=== mem_arbiter ===
mem_arbiter/flops_by_reg.png
The bar under the picture is 20 um long.
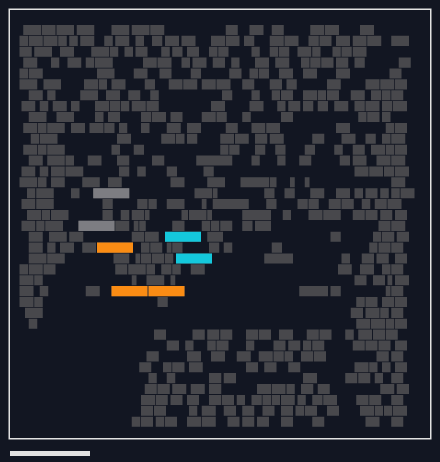

===== src/rtl/cpu_types_pkg.sv =====
//------------------------------------------------------------------------------
// Module : cpu_types_pkg
// Brief  : Shared CPU/memory types, including the RAM handshake and arbiter states.
// Rev    : 1.0
//------------------------------------------------------------------------------
`default_nettype none

package cpu_types_pkg;

    typedef logic [31:0] word_t;

    typedef enum logic [1:0] {
        FREE   = 2'd0,
        BUSY   = 2'd1,
        ACCESS = 2'd2,
        ERROR  = 2'd3
    } ramstate_t;

    typedef enum logic [1:0] {
        ARB_IDLE = 2'd0,
        ARB_D    = 2'd1,
        ARB_I    = 2'd2
    } arb_state_t;

endpackage

`default_nettype wire


===== src/rtl/mem_arbiter.sv =====
//------------------------------------------------------------------------------
// Module : mem_arbiter
// Brief  : Single-port RAM arbiter between icache fetch and dcache traffic,
//          with dcache block lock and icache anti-starvation.
// Rev    : 1.0
//------------------------------------------------------------------------------
`default_nettype none

module mem_arbiter
    import cpu_types_pkg::*;
#(
    parameter int STARVE_LIMIT = 4,
    parameter int CW           = 3
) (
    input  logic        CLK,
    input  logic        nRST,
    input  logic        iREN,
    input  word_t       iaddr,
    output word_t       iload,
    output logic        iwait,
    input  logic        dREN,
    input  logic        dWEN,
    input  word_t       daddr,
    input  word_t       dstore,
    output word_t       dload,
    output logic        dwait,
    output logic        ramREN,
    output logic        ramWEN,
    output word_t       ramaddr,
    output word_t       ramstore,
    input  word_t       ramload,
    input  ramstate_t   ramstate,
    output logic        err
);

    localparam logic [CW-1:0] C_LIMIT = CW'(STARVE_LIMIT);

    arb_state_t      state_q, state_d;
    logic [CW-1:0]   starve_cnt_q, starve_cnt_d;
    logic            dlock_q, dlock_d;
    logic            last_d_q, last_d_d;
    logic            err_q, err_d;

    logic            w_dreq;
    logic            w_done;

    assign w_dreq = dREN | dWEN;
    assign w_done = (ramstate == ACCESS) || (ramstate == ERROR);
    assign err    = err_q;

    always_ff @(posedge CLK or negedge nRST) begin
        if (!nRST) begin
            state_q      <= ARB_IDLE;
            starve_cnt_q <= '0;
            dlock_q      <= 1'b0;
            last_d_q     <= 1'b0;
            err_q        <= 1'b0;
        end else begin
            state_q      <= state_d;
            starve_cnt_q <= starve_cnt_d;
            dlock_q      <= dlock_d;
            last_d_q     <= last_d_d;
            err_q        <= err_d;
        end
    end

    always_comb begin
        state_d      = state_q;
        starve_cnt_d = starve_cnt_q;
        dlock_d      = dlock_q;
        last_d_d     = last_d_q;
        err_d        = err_q;
        ramREN       = 1'b0;
        ramWEN       = 1'b0;
        ramaddr      = '0;
        ramstore     = '0;
        iwait        = 1'b1;
        dwait        = 1'b1;
        iload        = '0;
        dload        = '0;

        case (state_q)
            ARB_IDLE: begin
                if (dlock_q && !w_dreq) begin
                    dlock_d = 1'b0;
                end
                // Lock outranks starvation so a two-word block is never split.
                if ((dlock_q && w_dreq) || (w_dreq && !(iREN && starve_cnt_q == C_LIMIT))) begin
                    state_d  = ARB_D;
                    last_d_d = 1'b1;
                    if (iREN && starve_cnt_q != C_LIMIT) begin
                        starve_cnt_d = starve_cnt_q + CW'(1);
                    end
                end else if (iREN) begin
                    state_d      = ARB_I;
                    last_d_d     = 1'b0;
                    starve_cnt_d = '0;
                end
            end

            ARB_D: begin
                ramaddr  = daddr;
                ramWEN   = dWEN;
                ramREN   = dREN & ~dWEN;
                ramstore = dstore;
                if (!w_dreq) begin
                    state_d = ARB_IDLE;
                end else if (w_done) begin
                    dwait   = 1'b0;
                    dload   = ramload;
                    state_d = ARB_IDLE;
                    dlock_d = ~daddr[2];
                    if (ramstate == ERROR) begin
                        err_d = 1'b1;
                    end
                end
            end

            ARB_I: begin
                ramaddr = iaddr;
                ramREN  = 1'b1;
                if (!iREN) begin
                    state_d = ARB_IDLE;
                end else if (w_done) begin
                    iwait   = 1'b0;
                    iload   = ramload;
                    state_d = ARB_IDLE;
                    dlock_d = 1'b0;
                    if (ramstate == ERROR) begin
                        err_d = 1'b1;
                    end
                end
            end

            default: begin
                state_d = ARB_IDLE;
            end
        endcase
    end

endmodule

`default_nettype wire


===== config.mk =====
export PLATFORM = sky130hd
export DESIGN_NAME = mem_arbiter
export DESIGN_NICKNAME = d
export VERILOG_FILES = /design/src/rtl/cpu_types_pkg.sv /design/src/rtl/mem_arbiter.sv
export SDC_FILE = /design/constraint.sdc
export NUM_CORES = 1
export LEC_CHECK = 0
export CORE_AREA = 2 2 103 105
export CTS_BUF_LIST = sky130_fd_sc_hd__clkbuf_4
export DETAILED_ROUTE_END_ITERATION = 7
export DIE_AREA = 0 0 105 107
export GPL_ROUTABILITY_DRIVEN = 0
export SLEW_MARGIN = 5
export SYNTH_ARGS = -nofsm -noshare
export SYNTH_HDL_FRONTEND = slang
export SYNTH_SLANG_ARGS = --single-unit

===== constraint.sdc =====
create_clock -name CLK -period 2.3 [get_ports CLK]
set_input_delay 0.23 -clock CLK [delete_from_list [all_inputs] [get_ports CLK]]
set_output_delay 0.23 -clock CLK [all_outputs]
set_load 0.02 [all_outputs]

=== led_message_scroller ===
`src/rtl/led_message_scroller_pkg.sv`:
```
// led_message_scroller_pkg: state encoding, default message and width helper shared by the scroller
package led_message_scroller_pkg;
  typedef enum logic {RUN = 1'b0, PAUSE = 1'b1} state_e;
  function automatic int clog2(input int v);
    int r = 0;
    while ((1 << r) < v) r++;
    return r;
  endfunction
  function automatic logic [3:0] default_char(input int i);
    return 4'(i % 16);
  endfunction
endpackage

```
`src/rtl/led_message_scroller_debouncer.sv`:
```
// button_debouncer: synchronises a raw pushbutton and accepts a level change only after a stable run
module button_debouncer
  import led_message_scroller_pkg::*;
#(
  parameter int DEBOUNCE_CYCLES = 500000,
  localparam int CW = clog2(DEBOUNCE_CYCLES)
) (
  input  logic clk,
  input  logic reset,
  input  logic btn_raw,
  output logic btn_level,
  output logic btn_rise
);
  logic sync1_q, sync2_q, level_q, rise_q, flip;
  logic [CW-1:0] cnt_q;
  assign flip = (sync2_q != level_q) && (cnt_q == CW'(DEBOUNCE_CYCLES - 1));
  // two-flop synchroniser, then count consecutive mismatches; a matching cycle restarts the count
  always_ff @(posedge clk) begin
    if (reset) begin
      sync1_q <= 1'b0;
      sync2_q <= 1'b0;
      level_q <= 1'b0;
      rise_q  <= 1'b0;
      cnt_q   <= '0;
    end else begin
      sync1_q <= btn_raw;
      sync2_q <= sync1_q;
      cnt_q   <= (sync2_q == level_q || flip) ? '0 : cnt_q + 1'b1;
      level_q <= level_q ^ flip;
      rise_q  <= flip && !level_q;
    end
  end
  assign btn_level = level_q;
  assign btn_rise  = rise_q;
endmodule

```
`src/rtl/led_message_scroller.sv`:
```
// led_message_scroller: scrolls a 4-character window over an editable hex message for the LED driver
module led_message_scroller
  import led_message_scroller_pkg::*;
#(
  parameter int MSG_LEN = 16,
  parameter int SCROLL_PERIOD = 25000000,
  parameter int DEBOUNCE_CYCLES = 500000,
  localparam int AW = clog2(MSG_LEN),
  localparam int TW = clog2(SCROLL_PERIOD)
) (
  input  logic          clk,
  input  logic          reset,
  input  logic          btn_pause,
  input  logic          btn_step,
  input  logic          msg_we,
  input  logic [AW-1:0] msg_wr_addr,
  input  logic [3:0]    msg_wr_data,
  output logic [3:0]    char3,
  output logic [3:0]    char2,
  output logic [3:0]    char1,
  output logic [3:0]    char0,
  output logic          char_update,
  output logic          paused,
  output logic [AW-1:0] pos
);
  state_e        state_q, state_d;
  logic [AW-1:0] pos_q, pos_d, off;
  logic [TW-1:0] tick_q, tick_d;
  logic [3:0]    mem_q [MSG_LEN];
  logic [3:0]    win_q [4];
  logic          reload_q, reload_d, upd_q, adv;
  logic          pause_level, pause_rise, step_level, step_rise, pause_ev, step_ev;
  button_debouncer #(.DEBOUNCE_CYCLES(DEBOUNCE_CYCLES)) u_pause (
    .clk(clk), .reset(reset), .btn_raw(btn_pause), .btn_level(pause_level), .btn_rise(pause_rise)
  );
  button_debouncer #(.DEBOUNCE_CYCLES(DEBOUNCE_CYCLES)) u_step (
    .clk(clk), .reset(reset), .btn_raw(btn_step), .btn_level(step_level), .btn_rise(step_rise)
  );
  // a rise always coincides with the level going high; requiring both keeps the event tied to a held press
  always_comb begin
    pause_ev = pause_rise & pause_level;
    step_ev  = step_rise & step_level;
    adv      = (state_q == RUN) ? (tick_q == TW'(SCROLL_PERIOD - 1)) : step_ev;
    state_d  = pause_ev ? state_e'(~state_q) : state_q;
    tick_d   = (state_q == PAUSE || state_d == PAUSE || adv) ? '0 : tick_q + 1'b1;
    pos_d    = pos_q + AW'(adv);
    off      = msg_wr_addr - pos_d;
    reload_d = adv || (msg_we && off <= AW'(3));
  end
  // state, position, message memory, and window reload one cycle after any visible change
  always_ff @(posedge clk) begin
    if (reset) begin
      state_q  <= RUN;
      pos_q    <= '0;
      tick_q   <= '0;
      reload_q <= 1'b0;
      upd_q    <= 1'b0;
      for (int i = 0; i < MSG_LEN; i++) mem_q[i] <= default_char(i);
      for (int k = 0; k < 4; k++) win_q[k] <= default_char(k);
    end else begin
      state_q  <= state_d;
      pos_q    <= pos_d;
      tick_q   <= tick_d;
      reload_q <= reload_d;
      upd_q    <= reload_q;
      if (msg_we) mem_q[msg_wr_addr] <= msg_wr_data;
      if (reload_q) for (int k = 0; k < 4; k++) win_q[k] <= mem_q[pos_q + AW'(k)];
    end
  end
  assign char3       = win_q[0];
  assign char2       = win_q[1];
  assign char1       = win_q[2];
  assign char0       = win_q[3];
  assign char_update = upd_q;
  assign paused      = state_q;
  assign pos         = pos_q;
endmodule

```
`config.mk`:
```
export PLATFORM = sky130hd
export DESIGN_NAME = led_message_scroller
export DESIGN_NICKNAME = d
export VERILOG_FILES = /design/src/rtl/led_message_scroller_pkg.sv /design/src/rtl/led_message_scroller_debouncer.sv /design/src/rtl/led_message_scroller.sv
export SDC_FILE = /design/constraint.sdc
export NUM_CORES = 1
export LEC_CHECK = 0
export CAP_MARGIN = 5
export CORE_ASPECT_RATIO = 0.75
export CORE_MARGIN = 2
export CORE_UTILIZATION = 55
export CTS_CLUSTER_DIAMETER = 50
export DETAILED_ROUTE_END_ITERATION = 8
export PLACE_DENSITY_LB_ADDON = 0.12
export RECOVER_POWER = 50
export SLEW_MARGIN = 15
export SYNTH_ARGS = -nofsm -noshare
export SYNTH_HDL_FRONTEND = slang
export SYNTH_SLANG_ARGS = --single-unit
```
`constraint.sdc`:
```
create_clock -name clk -period 3.4 [get_ports clk]
set_input_delay 0.68 -clock clk [delete_from_list [all_inputs] [get_ports clk]]
set_output_delay 0.68 -clock clk [all_outputs]
set_load 0.02 [all_outputs]
```
=== interleaver_write_buffer ===
### config.mk
export PLATFORM = sky130hd
export DESIGN_NAME = interleaver_write_buffer
export DESIGN_NICKNAME = d
export VERILOG_FILES = /design/src/rtl/interleaver_pkg.sv /design/src/rtl/interleaver_addr_gen.sv /design/src/rtl/interleaver_write_buffer.sv
export SDC_FILE = /design/constraint.sdc
export NUM_CORES = 1
export LEC_CHECK = 0
export ABC_AREA = 1
export CORE_AREA = 2 2 44 86
export DETAILED_ROUTE_END_ITERATION = 8
export DIE_AREA = 0 0 46 88
export GPL_ROUTABILITY_DRIVEN = 0
export HOLD_SLACK_MARGIN = 0.05
export PLACE_DENSITY_LB_ADDON = 0.2
export SLEW_MARGIN = 10
export SYNTH_ARGS = -nofsm -noshare
export SYNTH_HDL_FRONTEND = slang
export SYNTH_HIERARCHICAL = 1
export SYNTH_SLANG_ARGS = --single-unit
export TNS_END_PERCENT = 5
### constraint.sdc
create_clock -name CLK -period 2.75 [get_ports CLK]
set_input_delay 0.55 -clock CLK [delete_from_list [all_inputs] [get_ports CLK]]
set_output_delay 0.55 -clock CLK [all_outputs]
set_load 0.05 [all_outputs]
### src/rtl/interleaver_pkg.sv
// ---------------------------------------------------------------------------
// interleaver_pkg
//   Definitions shared by the interleaver buffer blocks.
//   - wr_state_t          : 3-bit state encoding of the buffer writer FSM
//   - interleaver_addr_w  : address width for a ROW x COL block, $clog2(ROW*COL)
// ---------------------------------------------------------------------------
package interleaver_pkg;

    typedef enum logic [2:0] {
        ST_INIT           = 3'd0,
        ST_WAIT_IN_FIFO   = 3'd1,
        ST_READ_FIFO      = 3'd2,
        ST_GET_FIFO_DATA  = 3'd3,
        ST_WRITE_BUFF     = 3'd4,
        ST_SET_READ_START = 3'd5
    } wr_state_t;

    // A degenerate 1-bit block still needs a 1-bit address bus.
    function automatic int interleaver_addr_w(input int row, input int col);
        return (row * col > 1) ? $clog2(row * col) : 1;
    endfunction

endpackage

### src/rtl/interleaver_addr_gen.sv
// ---------------------------------------------------------------------------
// interleaver_addr_gen
//   Column-major address generator for row-major input. Bit k of a block
//   enters at row k/COL, column k%COL and is stored at col*ROW + row. The
//   address is built incrementally (step by ROW inside a row, restart at the
//   next row index on row wrap), so no multiplier or divider is needed.
// Ports
//   clk     in   1    clock, rising edge
//   rst     in   1    asynchronous active-high reset
//   clear   in   1    restart at bit 0 of a block
//   advance in   1    current bit has been written, step to the next one
//   addr    out  AW   address of the current bit within the half
//   last    out  1    current bit is the final bit (N-1) of the block
// ---------------------------------------------------------------------------
module interleaver_addr_gen
    import interleaver_pkg::*;
#(
    parameter  int ROW_NUMBER = 10,
    parameter  int COL_NUMBER = 7,
    localparam int AW         = interleaver_addr_w(ROW_NUMBER, COL_NUMBER),
    localparam int RW         = (ROW_NUMBER > 1) ? $clog2(ROW_NUMBER) : 1,
    localparam int CW         = (COL_NUMBER > 1) ? $clog2(COL_NUMBER) : 1
) (
    input  logic          clk,
    input  logic          rst,
    input  logic          clear,
    input  logic          advance,
    output logic [AW-1:0] addr,
    output logic          last
);

    logic [RW-1:0] row_cnt;
    logic [CW-1:0] col_cnt;
    logic [AW-1:0] addr_reg;

    logic col_wrap;

    assign col_wrap = (col_cnt == CW'(COL_NUMBER - 1));
    assign last     = col_wrap && (row_cnt == RW'(ROW_NUMBER - 1));
    assign addr     = addr_reg;

    // Counter update. On the final bit everything wraps to zero so addr_reg
    // stays within 0..N-1 even before the writer's INIT clear.
    always_ff @(posedge clk or posedge rst) begin
        if (rst) begin
            row_cnt  <= '0;
            col_cnt  <= '0;
            addr_reg <= '0;
        end else if (clear) begin
            row_cnt  <= '0;
            col_cnt  <= '0;
            addr_reg <= '0;
        end else if (advance) begin
            if (last) begin
                row_cnt  <= '0;
                col_cnt  <= '0;
                addr_reg <= '0;
            end else if (col_wrap) begin
                col_cnt  <= '0;
                row_cnt  <= row_cnt + RW'(1);
                addr_reg <= AW'(row_cnt) + AW'(1);
            end else begin
                col_cnt  <= col_cnt + CW'(1);
                addr_reg <= addr_reg + AW'(ROW_NUMBER);
            end
        end
    end

endmodule

### src/rtl/interleaver_write_buffer.sv
// ---------------------------------------------------------------------------
// interleaver_write_buffer
//   Writer side of the interleaver ping-pong buffer. Pops bits from the input
//   FIFO in row-major order and writes each one to the current half at its
//   column-major address. When a half holds a full block it raises READ_START
//   and waits for READ_ACK, then toggles to the other half.
// Ports
//   CLK                in   1    clock, rising edge
//   RESET              in   1    asynchronous active-high reset
//   FIFO_DATA          in   1    FIFO read data, valid the cycle after FIFO_READ
//   FIFO_READ          out  1    FIFO pop strobe
//   FIFO_EMPTY         in   1    FIFO empty flag
//   BUFF_DATA          out  1    buffer write data
//   BUFF_ADDR          out  AW   buffer write address within the half
//   BUFF_WE            out  1    buffer write enable
//   BUFF_SEL           out  1    half being written
//   READ_START         out  1    half full, waiting for the read side
//   READ_ACK           in   1    read side accepted the half
//   PING_PONG_FLAG_OUT out  1    half handed over, valid while READ_START=1
// ---------------------------------------------------------------------------
module interleaver_write_buffer
    import interleaver_pkg::*;
#(
    parameter  int ROW_NUMBER = 10,
    parameter  int COL_NUMBER = 7,
    localparam int AW         = interleaver_addr_w(ROW_NUMBER, COL_NUMBER)
) (
    input  logic          CLK,
    input  logic          RESET,
    input  logic          FIFO_DATA,
    output logic          FIFO_READ,
    input  logic          FIFO_EMPTY,
    output logic          BUFF_DATA,
    output logic [AW-1:0] BUFF_ADDR,
    output logic          BUFF_WE,
    output logic          BUFF_SEL,
    output logic          READ_START,
    input  logic          READ_ACK,
    output logic          PING_PONG_FLAG_OUT
);

    wr_state_t     state;
    wr_state_t     state_next;
    logic          write_sel;
    logic          data_internal;
    logic [AW-1:0] addr;
    logic          last;
    logic          clear;
    logic          advance;

    assign clear   = (state == ST_INIT);
    assign advance = (state == ST_WRITE_BUFF);

    interleaver_addr_gen #(
        .ROW_NUMBER (ROW_NUMBER),
        .COL_NUMBER (COL_NUMBER)
    ) u_addr_gen (
        .clk     (CLK),
        .rst     (RESET),
        .clear   (clear),
        .advance (advance),
        .addr    (addr),
        .last    (last)
    );

    // State register plus the two data registers it controls: the bit popped
    // from the FIFO and the half currently being filled. The half only flips
    // once the read side has accepted the full one.
    always_ff @(posedge CLK or posedge RESET) begin
        if (RESET) begin
            state         <= ST_INIT;
            write_sel     <= 1'b0;
            data_internal <= 1'b0;
        end else begin
            state <= state_next;
            if (state == ST_GET_FIFO_DATA) begin
                data_internal <= FIFO_DATA;
            end
            if ((state == ST_SET_READ_START) && READ_ACK) begin
                write_sel <= ~write_sel;
            end
        end
    end

    // Next-state logic and Moore output decode. Outputs depend only on the
    // registered state, so an asynchronous reset clears them immediately.
    always_comb begin
        state_next         = ST_INIT;
        FIFO_READ          = 1'b0;
        BUFF_WE            = 1'b0;
        BUFF_DATA          = 1'b0;
        BUFF_ADDR          = '0;
        READ_START         = 1'b0;
        PING_PONG_FLAG_OUT = 1'b0;
        BUFF_SEL           = write_sel;

        case (state)
            ST_INIT: begin
                state_next = ST_WAIT_IN_FIFO;
            end
            ST_WAIT_IN_FIFO: begin
                state_next = FIFO_EMPTY ? ST_WAIT_IN_FIFO : ST_READ_FIFO;
            end
            ST_READ_FIFO: begin
                FIFO_READ  = 1'b1;
                state_next = ST_GET_FIFO_DATA;
            end
            ST_GET_FIFO_DATA: begin
                state_next = ST_WRITE_BUFF;
            end
            ST_WRITE_BUFF: begin
                BUFF_WE    = 1'b1;
                BUFF_DATA  = data_internal;
                BUFF_ADDR  = addr;
                state_next = last ? ST_SET_READ_START : ST_WAIT_IN_FIFO;
            end
            ST_SET_READ_START: begin
                READ_START         = 1'b1;
                PING_PONG_FLAG_OUT = write_sel;
                state_next         = READ_ACK ? ST_INIT : ST_SET_READ_START;
            end
            default: begin
                state_next = ST_INIT;
            end
        endcase
    end

endmodule

=== pixel_compositor ===
### src/rtl/pixel_pkg.sv
// rtl/pixel_pkg.sv - shared colour types and constants for the pixel pipeline
package pixel_pkg;

  localparam int PIX_RGB_W = 12;
  localparam int MAX_LAYERS = 8;

  typedef logic [PIX_RGB_W-1:0] rgb_t;

  localparam rgb_t PIX_TRANSPARENT_KEY = 12'hF0F;
  localparam rgb_t BLACK = 12'h000;

endpackage

### src/rtl/layer_priority_mux.sv
// rtl/layer_priority_mux.sv - combinational lowest-index-wins layer select
module layer_priority_mux
  import pixel_pkg::*;
#(
  parameter int NUM_LAYERS = 4,
  parameter int RGB_W      = PIX_RGB_W
) (
  input  logic [NUM_LAYERS-1:0]       opaque,
  input  logic [NUM_LAYERS*RGB_W-1:0] layer_rgb,
  output logic                        hit,
  output logic [RGB_W-1:0]            color
);

  // Walk from the lowest priority upward so the last assignment is the winner.
  always_comb begin
    hit   = 1'b0;
    color = '0;
    for (int i = NUM_LAYERS - 1; i >= 0; i--) begin
      if (opaque[i]) begin
        hit   = 1'b1;
        color = layer_rgb[i*RGB_W +: RGB_W];
      end
    end
  end

endmodule

### src/rtl/pixel_compositor.sv
// rtl/pixel_compositor.sv - three-stage layer compositor with frame-latched config and collision flags
module pixel_compositor
  import pixel_pkg::*;
#(
  parameter int                NUM_LAYERS      = 4,
  parameter int                RGB_W           = PIX_RGB_W,
  parameter bit                KEY_EN          = 1'b1,
  parameter logic [RGB_W-1:0]  TRANSPARENT_KEY = RGB_W'(PIX_TRANSPARENT_KEY)
) (
  input  logic                        clk,
  input  logic                        reset_n,
  input  logic                        video_on,
  input  logic                        hsync_in,
  input  logic                        vsync_in,
  input  logic                        frame_start,
  input  logic [NUM_LAYERS-1:0]       layer_on,
  input  logic [NUM_LAYERS*RGB_W-1:0] layer_rgb,
  input  logic [NUM_LAYERS-1:0]       layer_enable,
  input  logic [RGB_W-1:0]            bg_rgb,
  output logic [RGB_W-1:0]            rgb,
  output logic                        hsync_out,
  output logic                        vsync_out,
  output logic [NUM_LAYERS-1:0]       collision,
  output logic                        collision_valid
);

  localparam logic [RGB_W-1:0] OFF_COLOR = RGB_W'(BLACK);

  logic [NUM_LAYERS-1:0]       en_q;
  logic [RGB_W-1:0]            bg_q;
  logic [NUM_LAYERS-1:0]       opaque;
  logic                        s1_video;
  logic [NUM_LAYERS-1:0]       s1_opaque;
  logic [NUM_LAYERS*RGB_W-1:0] s1_rgb;
  logic                        sel_hit;
  logic [RGB_W-1:0]            sel_rgb;
  logic [RGB_W-1:0]            s2_rgb;
  logic [2:0]                  hsync_taps;
  logic [2:0]                  vsync_taps;
  logic                        multi_hit;
  logic [NUM_LAYERS-1:0]       contrib;
  logic [NUM_LAYERS-1:0]       acc;

  // Software config only changes at frame boundaries so a frame is never torn.
  always_ff @(posedge clk or negedge reset_n) begin
    if (!reset_n) begin
      en_q <= '1;
      bg_q <= '0;
    end else if (frame_start) begin
      en_q <= layer_enable;
      bg_q <= bg_rgb;
    end
  end

  always_comb begin
    opaque = '0;
    for (int i = 0; i < NUM_LAYERS; i++) begin
      opaque[i] = layer_on[i] & en_q[i]
                & ~(KEY_EN && (layer_rgb[i*RGB_W +: RGB_W] == TRANSPARENT_KEY));
    end
  end

  always_ff @(posedge clk or negedge reset_n) begin
    if (!reset_n) begin
      s1_video  <= 1'b0;
      s1_opaque <= '0;
      s1_rgb    <= '0;
    end else begin
      s1_video  <= video_on;
      s1_opaque <= opaque;
      s1_rgb    <= layer_rgb;
    end
  end

  layer_priority_mux #(
    .NUM_LAYERS (NUM_LAYERS),
    .RGB_W      (RGB_W)
  ) u_mux (
    .opaque    (s1_opaque),
    .layer_rgb (s1_rgb),
    .hit       (sel_hit),
    .color     (sel_rgb)
  );

  always_ff @(posedge clk or negedge reset_n) begin
    if (!reset_n) begin
      s2_rgb <= '0;
      rgb    <= '0;
    end else begin
      s2_rgb <= !s1_video ? OFF_COLOR : (sel_hit ? sel_rgb : bg_q);
      rgb    <= s2_rgb;
    end
  end

  always_ff @(posedge clk or negedge reset_n) begin
    if (!reset_n) begin
      hsync_taps <= '1;
      vsync_taps <= '1;
    end else begin
      hsync_taps <= {hsync_taps[1:0], hsync_in};
      vsync_taps <= {vsync_taps[1:0], vsync_in};
    end
  end

  assign hsync_out = hsync_taps[2];
  assign vsync_out = vsync_taps[2];

  // Clearing the lowest set bit leaves something only when two or more layers overlap.
  assign multi_hit = |(s1_opaque & (s1_opaque - NUM_LAYERS'(1)));
  assign contrib   = (s1_video && multi_hit) ? s1_opaque : '0;

  always_ff @(posedge clk or negedge reset_n) begin
    if (!reset_n) begin
      acc             <= '0;
      collision       <= '0;
      collision_valid <= 1'b0;
    end else begin
      collision_valid <= frame_start;
      if (frame_start) begin
        collision <= acc | contrib;
        acc       <= '0;
      end else begin
        acc <= acc | contrib;
      end
    end
  end

endmodule

### config.mk
export PLATFORM = sky130hd
export DESIGN_NAME = pixel_compositor
export DESIGN_NICKNAME = d
export VERILOG_FILES = /design/src/rtl/pixel_pkg.sv /design/src/rtl/layer_priority_mux.sv /design/src/rtl/pixel_compositor.sv
export SDC_FILE = /design/constraint.sdc
export NUM_CORES = 1
export LEC_CHECK = 0
export CAP_MARGIN = 20
export CORE_MARGIN = 3
export CORE_UTILIZATION = 40
export DETAILED_ROUTE_END_ITERATION = 16
export GPL_TIMING_DRIVEN = 1
export PLACE_DENSITY = 0.68
export SETUP_SLACK_MARGIN = 0.1
export SYNTH_ARGS = -nofsm -noshare
export SYNTH_HDL_FRONTEND = slang
export SYNTH_SLANG_ARGS = --single-unit
### constraint.sdc
create_clock -name clk -period 4.2 [get_ports clk]
set_input_delay 1.26 -clock clk [delete_from_list [all_inputs] [get_ports clk]]
set_output_delay 1.26 -clock clk [all_outputs]
set_load 0.05 [all_outputs]
=== fetch_unit ===
<file path="src/rtl/fetch_unit.sv">
// Instruction fetch unit: pc register, IF/ID and ID/EX instruction
// registers, stall/branch/halt handling and a saturating stall counter.
//
// Ports:
//   clk           rising-edge clock
//   rst           asynchronous active-high reset
//   instrData     instruction-memory data for pcAddr (same cycle)
//   pcNotUpdate   stall request from the stall-judgement stage
//   branchTaken   execute-stage redirect request
//   branchTarget  redirect address
//   pcAddr        current pc
//   COMMAND       IF/ID instruction register
//   BeforeCOMMAND ID/EX instruction register
//   stalled       previous edge applied a stall
//   halted        fetch is halted
//   stallCount    saturating stall-cycle count
module fetch_unit #(
    parameter logic [15:0] NOP_WORD  = 16'hC0F0,
    parameter logic [15:0] HALT_WORD = 16'hC0D0,
    parameter logic [15:0] RESET_PC  = 16'h0000
) (
    input  logic        clk,
    input  logic        rst,
    input  logic [15:0] instrData,
    input  logic        pcNotUpdate,
    input  logic        branchTaken,
    input  logic [15:0] branchTarget,
    output logic [15:0] pcAddr,
    output logic [15:0] COMMAND,
    output logic [15:0] BeforeCOMMAND,
    output logic        stalled,
    output logic        halted,
    output logic [7:0]  stallCount
);

    typedef enum logic {
        RUN,
        HALT
    } state_t;

    state_t      state_q, state_d;
    logic [15:0] pc_q, pc_d;
    logic [15:0] cmd_q, cmd_d;
    logic [15:0] bcmd_q, bcmd_d;
    logic        stalled_q, stalled_d;
    logic        halted_q;
    logic [7:0]  cnt_q, cnt_d;

    // Every path except a normal advance pushes a bubble into ID/EX,
    // so the bubble is the default for BeforeCOMMAND.
    always_comb begin
        state_d   = state_q;
        pc_d      = pc_q;
        cmd_d     = cmd_q;
        bcmd_d    = NOP_WORD;
        stalled_d = 1'b0;
        cnt_d     = cnt_q;
        unique case (state_q)
            RUN: begin
                if (branchTaken) begin
                    // Flush; a halt word on the flushed path is discarded.
                    pc_d  = branchTarget;
                    cmd_d = NOP_WORD;
                end else if (pcNotUpdate) begin
                    stalled_d = 1'b1;
                    if (cnt_q != 8'hFF) begin
                        cnt_d = cnt_q + 8'd1;
                    end
                end else if (cmd_q == HALT_WORD) begin
                    state_d = HALT;
                end else begin
                    pc_d   = pc_q + 16'd1;
                    cmd_d  = instrData;
                    bcmd_d = cmd_q;
                end
            end
            HALT: begin
            end
        endcase
    end

    always_ff @(posedge clk or posedge rst) begin
        if (rst) begin
            state_q   <= RUN;
            pc_q      <= RESET_PC;
            cmd_q     <= NOP_WORD;
            bcmd_q    <= NOP_WORD;
            stalled_q <= 1'b0;
            halted_q  <= 1'b0;
            cnt_q     <= 8'h00;
        end else begin
            state_q   <= state_d;
            pc_q      <= pc_d;
            cmd_q     <= cmd_d;
            bcmd_q    <= bcmd_d;
            stalled_q <= stalled_d;
            halted_q  <= (state_d == HALT);
            cnt_q     <= cnt_d;
        end
    end

    assign pcAddr        = pc_q;
    assign COMMAND       = cmd_q;
    assign BeforeCOMMAND = bcmd_q;
    assign stalled       = stalled_q;
    assign halted        = halted_q;
    assign stallCount    = cnt_q;

endmodule

</file>
<file path="config.mk">
export PLATFORM = sky130hd
export DESIGN_NAME = fetch_unit
export DESIGN_NICKNAME = d
export VERILOG_FILES = /design/src/rtl/fetch_unit.sv
export SDC_FILE = /design/constraint.sdc
export NUM_CORES = 1
export LEC_CHECK = 0
export CAP_MARGIN = 20
export CORE_MARGIN = 1
export CORE_UTILIZATION = 55
export CTS_BUF_LIST = sky130_fd_sc_hd__clkbuf_2 sky130_fd_sc_hd__clkbuf_4 sky130_fd_sc_hd__clkbuf_8
export DETAILED_ROUTE_END_ITERATION = 10
export DONT_BUFFER_PORTS = 1
export GPL_ROUTABILITY_DRIVEN = 0
export HOLD_SLACK_MARGIN = 0.08
export PLACE_DENSITY = 0.68
export SETUP_SLACK_MARGIN = 0.05
export SYNTH_ARGS = -nofsm -noshare
export SYNTH_HDL_FRONTEND = slang
export SYNTH_SLANG_ARGS = --single-unit
</file>
<file path="constraint.sdc">
create_clock -name clk -period 2.4 [get_ports clk]
set_input_delay 0.24 -clock clk [delete_from_list [all_inputs] [get_ports clk]]
set_output_delay 0.24 -clock clk [all_outputs]
set_load 0.03 [all_outputs]
</file>

==> gallery <==
Port wiring.
image #1
The bar under the picture is 50 um long.
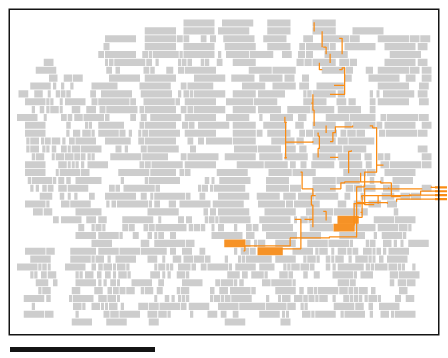
image #2
The bar under the picture is 20 um long.
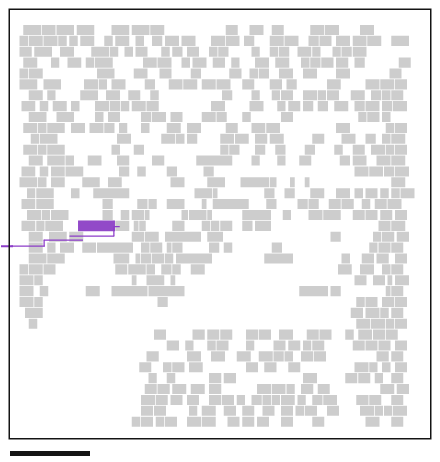
image #3
The bar under the picture is 10 um long.
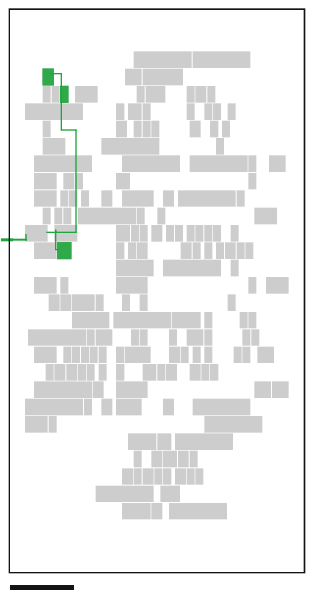
image #4
The bar under the picture is 20 um long.
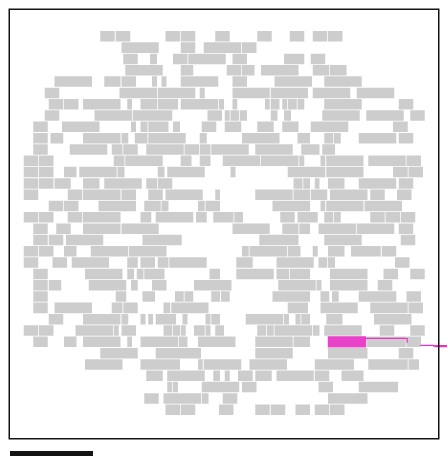
image #5
The bar under the picture is 20 um long.
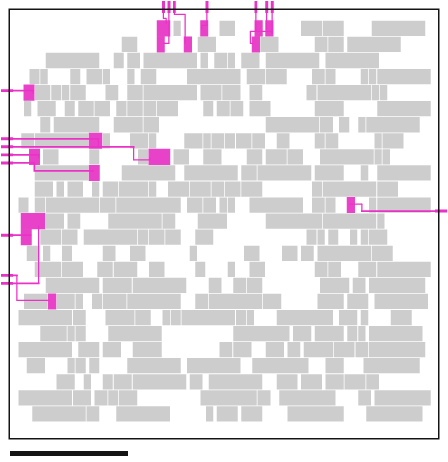
interleaver_write_buffer -> image #3
led_message_scroller -> image #1
fetch_unit -> image #5
pixel_compositor -> image #4
mem_arbiter -> image #2
The one with the largest die is image #1.
The one with the fewest cells is image #3.

interleaver_write_buffer/wires.png
Only two layers are drawn.
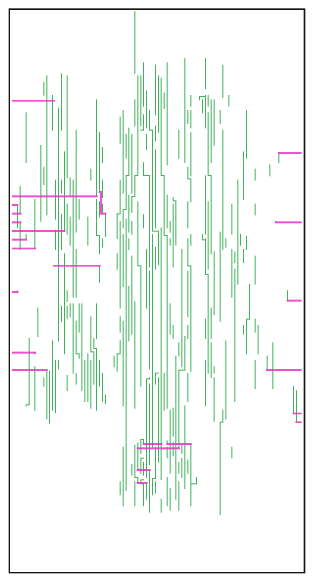
| layer | colour | wire length |
|---|---|---|
| metal 3 | magenta | 89.7 um |
| metal 2 | green | 1670 um |
Total GRT Usage: 15.36%
wirelength, routed: 2.757 mm
DR WL/cell: 13.13 um
via count: 1065

==> run summary, interleaver_write_buffer <==
impl run done, here's what came out: Cell area leaders sky130_fd_sc_hd__dfrtp_1 42%, sky130_fd_sc_hd__nand2_1 13%, sky130_fd_sc_hd__inv_1 8.2%, number of clock buffers inserted by TritonCTS 3, source of the worst register-to-register timing path state[0], critical path peak fanout 8, final standard cell area without fillers 1391 um^2, initial antenna violation count 0, time the final worst path needs with I/O delays and setup 2.548 ns, total power after layout 1.219 mW, placed cell areas 1346 um^2, least setup slack across all paths after layout 0.2017 ns, register fraction of the total cell area 34.17%, Crit-path slowest cell sky130_fd_sc_hd__clkdlybuf4s50_1, power in combinational cells 0.568 mW, worst slack, placed 0.4895 ns, transition at the pin with the smallest max-transition slack 0.5921 ns, net switching power 0.5788 mW, static leakage 0.6513 nW, delay-heaviest family, CP buffers and inverters, setup TNS 0 ns, most common cell after layout, fill and taps aside sky130_fd_sc_hd__nand2_1, Synth Register Bits 19, fraction of the mapped netlist area in simple logic gates 36.40%, post-CTS setup buffer count 0, proportion of power drawn by the clock network 15.9%, Storage cell area 475.5 um^2, core utilization of the finished layout 41.19%, non-clock buffer count in the final layout 18, count of clock buffers in the final design 4, cell count of the worst reg-to-reg path 9, kind of end point of the critical path primary output, Remaining Overflow, GRT 0, PostCTS Resize Cnt 0, run status finished, final reports clean, post-route clock skew 0.001611 ns
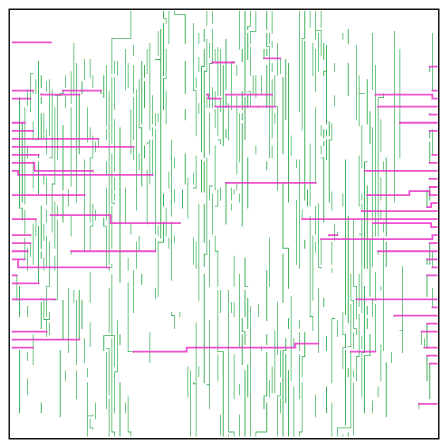
fetch_unit/wires.png
Only two layers are drawn.
| layer | colour | wire length |
|---|---|---|
| metal 2 | green | 3080 um |
| metal 3 | magenta | 483 um |
Total GRT Usage: 26.48%
DR WL/cell: 17.98 um
wirelength, routed: 6.473 mm
via count: 2150

==> run summary, fetch_unit <==
impl run done, here's what came out: synthesis area per yosys 2731 um^2, time the final worst path needs with I/O delays and setup 2.189 ns, DRT met1 WL 2.878 mm, share of the yosys chip area belonging to registers 53.69%, largest net degree at the start of global routing 46, number of remaining DRC errors 0, fraction of met3 tracks used by global routing 7.083%, Crit-path slowest cell sky130_fd_sc_hd__dfstp_2, area share of xor/xnor cells in the synthesized design 2.245%, clock tree from TritonCTS built, ratio of routed vias to standard cells 5.972, critical path required time 2.61 ns, CP Launch Point COMMAND[15], core utilization of the finished layout 67.63%, count of distinct cell types in the synthesized netlist 52, total power density per cell area 921.2 nW/um^2, wire length of the first global-routing pass 10.54 mm, Min-Delay Path Depth 2, crit share post-route 91.20%, proportion of power drawn by the clock network 31.1%, net switching power 1.057 mW, arrival time of the worst setup path 2.40 ns, total clock network power 0.921 mW, boundary pin count 94, FILL cells 363, adder-cell area share of the yosys netlist 0.9162%, source of the worst register-to-register timing path COMMAND[15], vias in the first global route 2060, count of final hold-check violations 0, post-synthesis to final-layout area growth 17.73%, element type at the critical path start flip-flop, Pins Over Slew Limit 0, Synth Register Bits 58, run status finished, final reports clean, Non-Clock Buffer Area Fraction 8.093%, Storage cell area 1466 um^2, setup TNS 0 ns, number of non-clock inverters 19, total power after layout 2.962 mW, net count entering floorplan 300, count of clock buffers in the final design 13, number of standard cells reported by yosys 262, number of max-cap violations 0, worst reg-to-reg setup slack 0.21 ns, mux contribution to synthesized area 2.016%, Seq cells 58, dominant register cell sky130_fd_sc_hd__dfrtp_1, PostCTS Resize Cnt 0, post-CTS setup buffer count 0, violation count after the first detailed-route iteration 135, worst stage delay on the critical path 0.65 ns, worst slack, placed 0.2552 ns, Seq group 1.47 mW, Relative slew margins 40.15%, fraction of synthesis flops using an asynchronous set or reset pin 100.0%
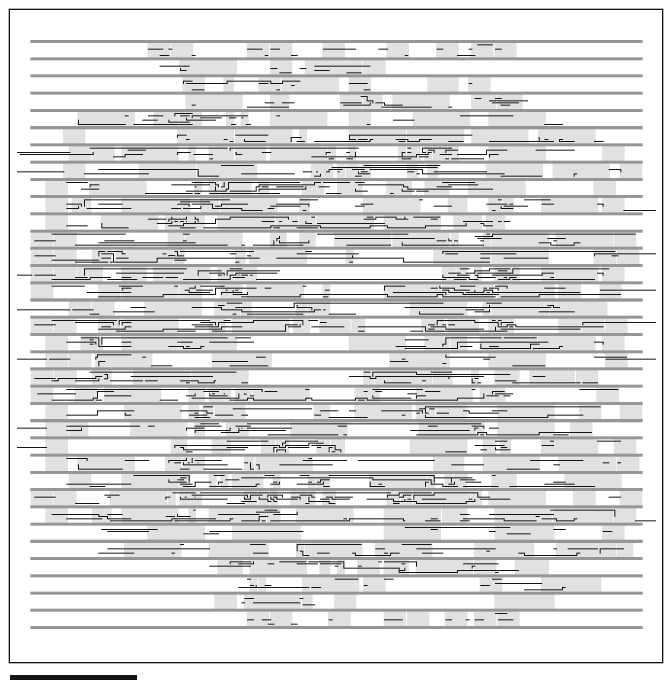
pixel_compositor/layer_met1.png
The bar under the picture is 20 um long. Supply wires on this layer in grey. Cells faint in the background.
main direction: horizontal
wire length on this layer: 3670 um
nets with wire on the layer: 365
longest straight run: 36.8 um
share of all routed wire: 47%
via count: 2384
wirelength, routed: 7.878 mm

==> run summary, pixel_compositor <==
impl run done, here's what came out: post-route clock skew 0.006742 ns, mux contribution to synthesized area 4.798%, clock network latency to the later pin of the worst-skew pair 0.36 ns, Placed Cells 448, largest cell class by area sequential cells, 1st-pass router iterations 4, number of standard cells reported by yosys 262, CP Launch Point hsync_taps[2], max FFs per register 48, number of buffers inserted by port buffering 92, Well Taps 108, Synth Register Bits 108, Seq cells 108, commonest cells after routing, fill and taps aside 98 x sky130_fd_sc_hd__dfrtp_1, 91 x sky130_fd_sc_hd__clkdlybuf4s50_1, 16 x sky130_fd_sc_hd__a21oi_1, 16 x sky130_fd_sc_hd__mux2_2, 15 x sky130_fd_sc_hd__a31oi_1, number of max-cap violations 0, Min-Delay Path Depth 0, area fraction in compound gates after synthesis 10.93%, Sw Ratio 26.35%, share of the synthesized area in the top cell type 65.31%, crit path cell chain clkdlybuf4s50_1, time the final worst path needs with I/O delays and setup 2.932 ns, crit path buf inv count 1, ratio of routed vias to standard cells 5.127, post-synthesis to final-layout area growth 32.26%, number of non-clock inverters 12, count of distinct cell types in the synthesized netlist 23, number of enable-type register cells in the synthesized netlist 0, share of the yosys chip area belonging to registers 72.31%, run status finished, final reports clean, Max Clock Freq 0.3410 GHz, Storage cell area 2715 um^2
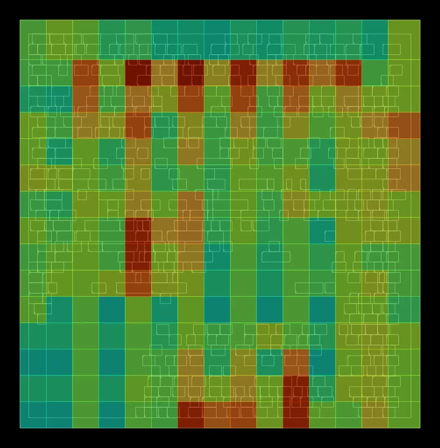
mem_arbiter/congestion.png
grt met1 use: 17.63%
DR WL/cell: 14.95 um
Total GRT Usage: 15.18%

Notes on mem_arbiter/flops_by_reg.png above:
| name in the netlist | colour | sequential cells |
|---|---|---|
| starve_cnt_q | orange | 3 |
| state_q | cyan | 2 |
not coloured: 2
Storage cell area: 175.2 um^2
register fraction of the total cell area: 3.732%

==> run summary, mem_arbiter <==
impl run done, here's what came out: worst slack, placed 0.05213 ns, Detail Route Antenna Nets 0, clock tree sinks 7, commonest cells in the netlist 66 x sky130_fd_sc_hd__and2_1, 34 x sky130_fd_sc_hd__nor2b_1, 32 x sky130_fd_sc_hd__a22oi_1, wirelength, routed 9.580 mm, critical path peak fanout 6, most common cell after layout, fill and taps aside sky130_fd_sc_hd__clkdlybuf4s50_1, area of the placeable core 10090 um^2, placed cell areas 4674 um^2, cell count of the worst reg-to-reg path 6, Total Die Area 11240 um^2, crit share post-route 95.60%, highest metal layer used by the detailed router met4, number of standard-cell rows in the floorplan 37, sum of met3 wire segment lengths after detailed routing 748 um, fraction of the mapped netlist area in simple logic gates 57.51%, sequential cell fraction of total power 7.1%, hold-fix buffers at CTS 0, Placed Cells 636, netlist area before placement 1790 um^2, Starting Density 17.74%, class of the most critical hold timing path input port to asynchronous set/reset pin, core utilization of the finished layout 46.50%, Ys Warns 0, count of distinct cell types in the synthesized netlist 39, post-CTS setup buffer count 0, largest registers ranked by flip-flop count starve_cnt_q x3, state_q x2, violation count after the first detailed-route iteration 105, worst stage delay on the critical path 0.59 ns, clock network latency to the later pin of the worst-skew pair 0.26 ns, Seq cells 7, fraction of synthesis flops using an asynchronous set or reset pin 100.0%, clock-pin transition on the worst setup and hold timing paths 0.05 ns, stage-log warning count 32, Remaining Overflow, GRT 0, Well Taps 136, kind of end point of the critical path primary output, adder-cell area share of the yosys netlist 4.892%, post-route clock skew 0.004315 ns, Seq group 0.220 mW, largest net degree at the start of global routing 59, run status finished, final reports clean, crit path buf inv count 4, critical path required time 2.07 ns, vertical extent of the die 107 um, timing endpoint of the critical path dwait, clock buffer depth 2, vias in the first global route 2613, Pwr top combinational cells, net count entering floorplan 383, initial antenna violation count 0, arrival time of the worst setup path 1.97 ns, total power density per cell area 663.3 nW/um^2, Crit-path slowest cell sky130_fd_sc_hd__clkdlybuf4s50_1, number of non-clock inverters 7, largest family of logic cells by area simple AND/OR/NAND/NOR gates, buffer cell driving the clock tree root sky130_fd_sc_hd__clkbuf_4
led_message_scroller/wires.png
Only two layers are drawn.
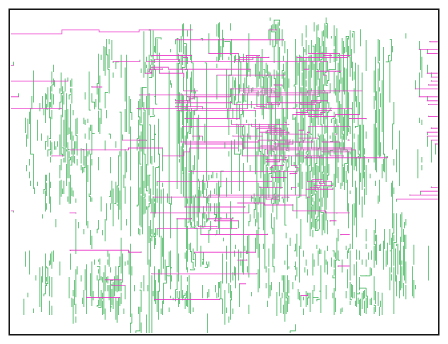
| layer | colour | wire length |
|---|---|---|
| metal 3 | magenta | 1870 um |
| metal 2 | green | 8350 um |
Total GRT Usage: 24.03%
wirelength, routed: 18.70 mm
via count: 5908
DR WL/cell: 19.26 um

led_message_scroller/congestion.png
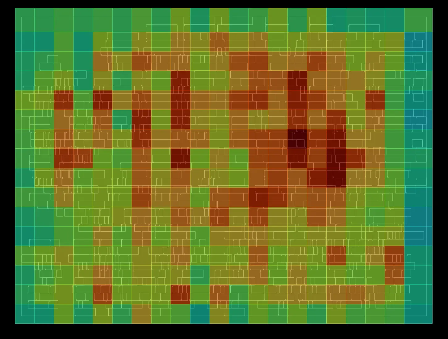
met2 Track Usage GR: 36.25%
core utilization of the finished layout: 63.27%
fraction of met3 tracks used by global routing: 5.574%
grt met1 use: 34.65%
gr busiest metal: met2

==> run summary, led_message_scroller <==
impl run done, here's what came out: Pwr top registers, stages on the worst setup path 7, total power density per cell area 438.8 nW/um^2, Pins Over Slew Limit 0, Sw Ratio 23.11%, area share of xor/xnor cells in the synthesized design 7.058%, fraction of the mapped netlist area in simple logic gates 18.66%, transition at the pin with the smallest max-transition slack 1.099 ns, critical path peak fanout 21, area fraction in compound gates after synthesis 2.797%, number of non-clock inverters 17, post-CTS setup buffer count 0, clock buffer depth 2, FILL cells 1193, post-route worst hold slack 0.4393 ns, run status finished, final reports clean, endpoint of the most critical register-to-register path reload_q, number of enable-type register cells in the synthesized netlist 80, Well Taps 205, crit share post-route 91.70%, vertical extent of the die 111.9 um, Detailed Place HPWL 13.79 mm, Min-Delay Startpoint u_pause.sync1_q, timing endpoint of the critical path mem_q[12][0], horizontal die size 147.9 um, total number of multi-input combinational cells 514, Starting Density 56.12%, most common cell after layout, fill and taps aside sky130_fd_sc_hd__nor2_1, crit path cell chain dlygate4sd3_1 -> clkbuf_1 -> clkinv_1 -> nand4_1 -> clkbuf_1 -> nor3_1 -> or2_2, Detail Route met2 WL 8.354 mm, CP most frequent cell sky130_fd_sc_hd__clkbuf_1, arrival time of the worst setup path 3.30 ns, ratio of routed vias to standard cells 6.084, number of standard cells reported by yosys 726, netlist area before placement 8544 um^2, multi-input combinational cell area 4320 um^2, number of clock buffers inserted by TritonCTS 17, Most flops, register mem_q, largest registers ranked by flip-flop count mem_q x64, tick_q x25, highest metal layer used by the detailed router met4, buffer cell driving the clock tree root sky130_fd_sc_hd__clkbuf_16, most numerous cell in the Yosys netlist sky130_fd_sc_hd__nor2_1, synthesis area per yosys 8544 um^2, Non-Clock Buffer Area Fraction 4.442%, adder-cell area share of the yosys netlist 1.611%, net switching power 0.9769 mW, clock tree from TritonCTS built, Seq cells 158, register fraction of the total cell area 41.19%, clock-cell share of area 6.196%, Internal Power 3.250 mW, least setup slack across all paths after layout 0.2821 ns

=== registrador_pipeline ===
<file path="src/rtl/registrador_pipeline.sv">
// registrador_pipeline: elastic register pipeline with valid/ready flow control.
// LARGURA-bit words cross ESTAGIOS register stages. A valid word moves into any
// empty downstream stage, so bubbles collapse instead of travelling to the output.
// All state changes on the falling edge of clk. reset is synchronous, active-low.
// limpar is a synchronous flush that drops every word and keeps the data registers.
// ocupacao counts the stages that hold a valid word.
// Optional macro REGISTRADOR_PIPELINE_PARIDADE_EN adds a stored even-parity bit per
// stage and the erro_paridade output.

module registrador_pipeline #(
    parameter int LARGURA  = 8,
    parameter int ESTAGIOS = 4
) (
    input  logic                              clk,
    input  logic                              reset,
    input  logic [LARGURA-1:0]                entrada_dado,
    input  logic                              entrada_valida,
    output logic                              entrada_pronta,
    output logic [LARGURA-1:0]                saida_registrada,
    output logic                              saida_valida,
    input  logic                              saida_pronta,
    input  logic                              limpar,
    output logic [$clog2(ESTAGIOS+1)-1:0]     ocupacao
`ifdef REGISTRADOR_PIPELINE_PARIDADE_EN
    ,
    output logic                              erro_paridade
`endif
);

    localparam int OW = $clog2(ESTAGIOS+1);

    logic [LARGURA-1:0]  dado [ESTAGIOS];
    logic [ESTAGIOS-1:0] valido;
    logic [ESTAGIOS-1:0] avanca;
    logic                entra;
    logic                sai;

    // A stage may load when it is empty or when the stage after it is moving on
    always_comb begin
        avanca = '0;
        avanca[ESTAGIOS-1] = !valido[ESTAGIOS-1] || saida_pronta;
        for (int i = ESTAGIOS - 2; i >= 0; i--) begin
            avanca[i] = !valido[i] || avanca[i+1];
        end
    end

    assign entrada_pronta   = avanca[0] && !limpar;
    assign entra            = entrada_valida && entrada_pronta;
    assign sai              = valido[ESTAGIOS-1] && saida_pronta;
    assign saida_registrada = dado[ESTAGIOS-1];
    assign saida_valida     = valido[ESTAGIOS-1];

    // Stage registers: valid bits always follow upstream, data only loads from a valid source
    always_ff @(negedge clk) begin
        if (!reset) begin
            for (int i = 0; i < ESTAGIOS; i++) begin
                dado[i] <= '0;
            end
            valido <= '0;
        end else if (limpar) begin
            valido <= '0;
        end else begin
            if (avanca[0]) begin
                valido[0] <= entra;
                if (entra) begin
                    dado[0] <= entrada_dado;
                end
            end
            for (int i = 1; i < ESTAGIOS; i++) begin
                if (avanca[i]) begin
                    valido[i] <= valido[i-1];
                    if (valido[i-1]) begin
                        dado[i] <= dado[i-1];
                    end
                end
            end
        end
    end

    // Occupancy counter tracks input and output transfers; a flush empties it
    always_ff @(negedge clk) begin
        if (!reset) begin
            ocupacao <= '0;
        end else if (limpar) begin
            ocupacao <= '0;
        end else begin
            case ({entra, sai})
                2'b10:   ocupacao <= ocupacao + OW'(1);
                2'b01:   ocupacao <= ocupacao - OW'(1);
                default: ocupacao <= ocupacao;
            endcase
        end
    end

`ifdef REGISTRADOR_PIPELINE_PARIDADE_EN
    logic [ESTAGIOS-1:0] paridade;

    // Parity bits travel alongside the data, computed once when the word enters
    always_ff @(negedge clk) begin
        if (!reset) begin
            paridade <= '0;
        end else if (limpar) begin
            paridade <= '0;
        end else begin
            if (avanca[0] && entra) begin
                paridade[0] <= ^entrada_dado;
            end
            for (int i = 1; i < ESTAGIOS; i++) begin
                if (avanca[i] && valido[i-1]) begin
                    paridade[i] <= paridade[i-1];
                end
            end
        end
    end

    assign erro_paridade = saida_valida && ((^saida_registrada) != paridade[ESTAGIOS-1]);
`endif

endmodule

</file>
<file path="config.mk">
export PLATFORM = sky130hd
export DESIGN_NAME = registrador_pipeline
export DESIGN_NICKNAME = d
export VERILOG_FILES = /design/src/rtl/registrador_pipeline.sv
export SDC_FILE = /design/constraint.sdc
export NUM_CORES = 1
export LEC_CHECK = 0
export ABC_AREA = 1
export CAP_MARGIN = 30
export CORE_MARGIN = 3
export CORE_UTILIZATION = 30
export DETAILED_ROUTE_END_ITERATION = 6
export PLACE_DENSITY = 0.57
export SYNTH_ARGS = -nofsm -noshare
export SYNTH_HDL_FRONTEND = slang
export SYNTH_SLANG_ARGS = --single-unit
</file>
<file path="constraint.sdc">
create_clock -name clk -period 2.4 [get_ports clk]
set_input_delay 0.36 -clock clk [delete_from_list [all_inputs] [get_ports clk]]
set_output_delay 0.36 -clock clk [all_outputs]
set_load 0.05 [all_outputs]
</file>
registrador_pipeline/io_fan.png
The bar under the picture is 20 um long.
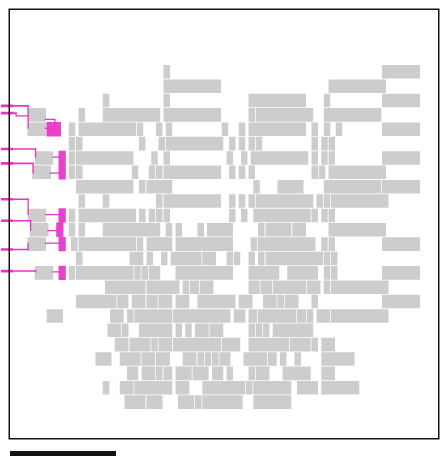
| port | colour | bits | direction | edge | end cells | buffers | wire |
|---|---|---|---|---|---|---|---|
| entrada_dado | magenta | 8 | input | west | 8 | 8 | 59.7 um |
number of buffers inserted by port buffering: 25
boundary pin count: 26

==> run summary <==
impl run done, here's what came out: count of final hold-check violations 0, gr busiest metal met2, DR WL/cell 8.766 um, number of max-cap violations 0, initial antenna violation count 0, average cell area after synthesis 10.56 um^2, sequential cell fraction of total power 48.7%, clock network latency to the later pin of the worst-skew pair 0.35 ns, Setup-failing EPs final 13, Min-Delay Startpoint ocupacao[2], number of clock buffers inserted by TritonCTS 5, total clock network power 0.673 mW, Cell area leaders sky130_fd_sc_hd__edfxtp_1 57%, sky130_fd_sc_hd__inv_1 9.5%, sky130_fd_sc_hd__dfxtp_1 8.3%, Detail Route met2 WL 1.538 mm, Remaining Overflow, GRT 0, number of antenna repair diodes 0, most numerous cell in the Yosys netlist sky130_fd_sc_hd__inv_1, failing checks setup timing, net switching power 0.4725 mW, horizontal die size 81.07 um, Non-Clock Buffer Area Fraction 22.07%, category of the most critical setup path flip-flop to primary output, Well Taps 70, Crit-path slowest cell sky130_fd_sc_hd__dfxtp_2, endpoint of the most critical register-to-register path ocupacao[2], Detailed Place HPWL 1.861 mm, adder-cell area share of the yosys netlist 1.925%, largest net degree at the start of global routing 13, critical path required time 2.04 ns, post-synthesis to final-layout area growth 57.29%, net count entering floorplan 175, commonest cells in the netlist 43 x sky130_fd_sc_hd__inv_1, 36 x sky130_fd_sc_hd__nor2_1, 32 x sky130_fd_sc_hd__edfxtp_1, Internal Power 1.121 mW, multi-input combinational cell area 470.5 um^2, Synth Register Bits 39, crit path buf inv count 4, mux contribution to synthesized area 0%, worst stage delay on the critical path 0.32 ns, timing endpoint of the critical path entrada_pronta, transition at the pin with the smallest max-transition slack 0.3053 ns, fraction of synthesis flops using an asynchronous set or reset pin 0%, Seq cells 39, largest registers ranked by flip-flop count dado x32, valido x4, ocupacao x3, synthesis area per yosys 1690 um^2, post-route clock skew 0.01646 ns, Storage cell area 1106 um^2, Sw Ratio 29.65%, run status complete, but fails checks, unrepaired setup endpoints after global routing yes, critical path peak fanout 2, final non-filler cell total 321, largest cell class by area sequential cells, buffer cell driving the clock tree root sky130_fd_sc_hd__clkbuf_8, share of layout cells above drive strength 1 31.47%, CP most frequent cell sky130_fd_sc_hd__nor2_4, least setup slack across all paths after layout -0.4527 ns, hold-fix buffers at CTS 0, arrival time of the worst setup path 2.49 ns, stage-log warning count 68, number of standard cells reported by yosys 160, most common cell after layout, fill and taps aside sky130_fd_sc_hd__inv_1, kind of end point of the critical path primary output, core utilization of the finished layout 50.45%


==> gallery <==
Routed metal, one colour a layer.
Only two layers are drawn.
Plate I
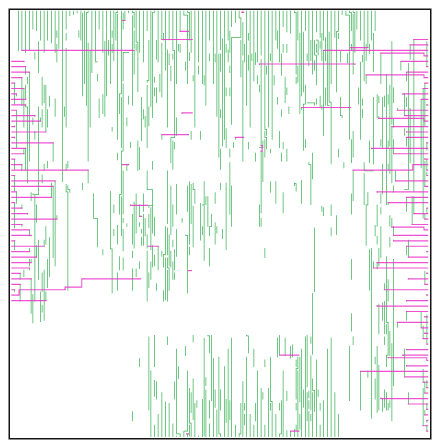
Plate II
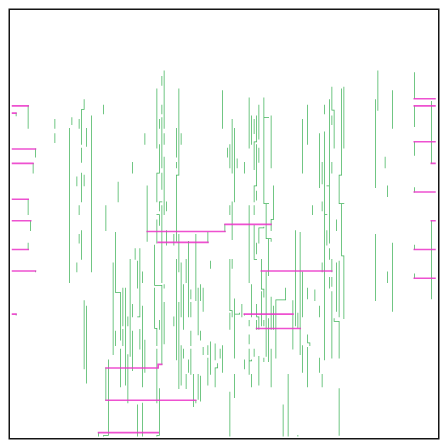
Plate III
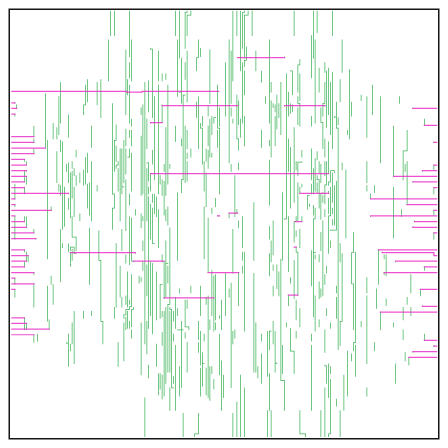
registrador_pipeline: Plate II
pixel_compositor: Plate III
mem_arbiter: Plate I

No activity file was given, so power comes from the tool's default toggle rates.
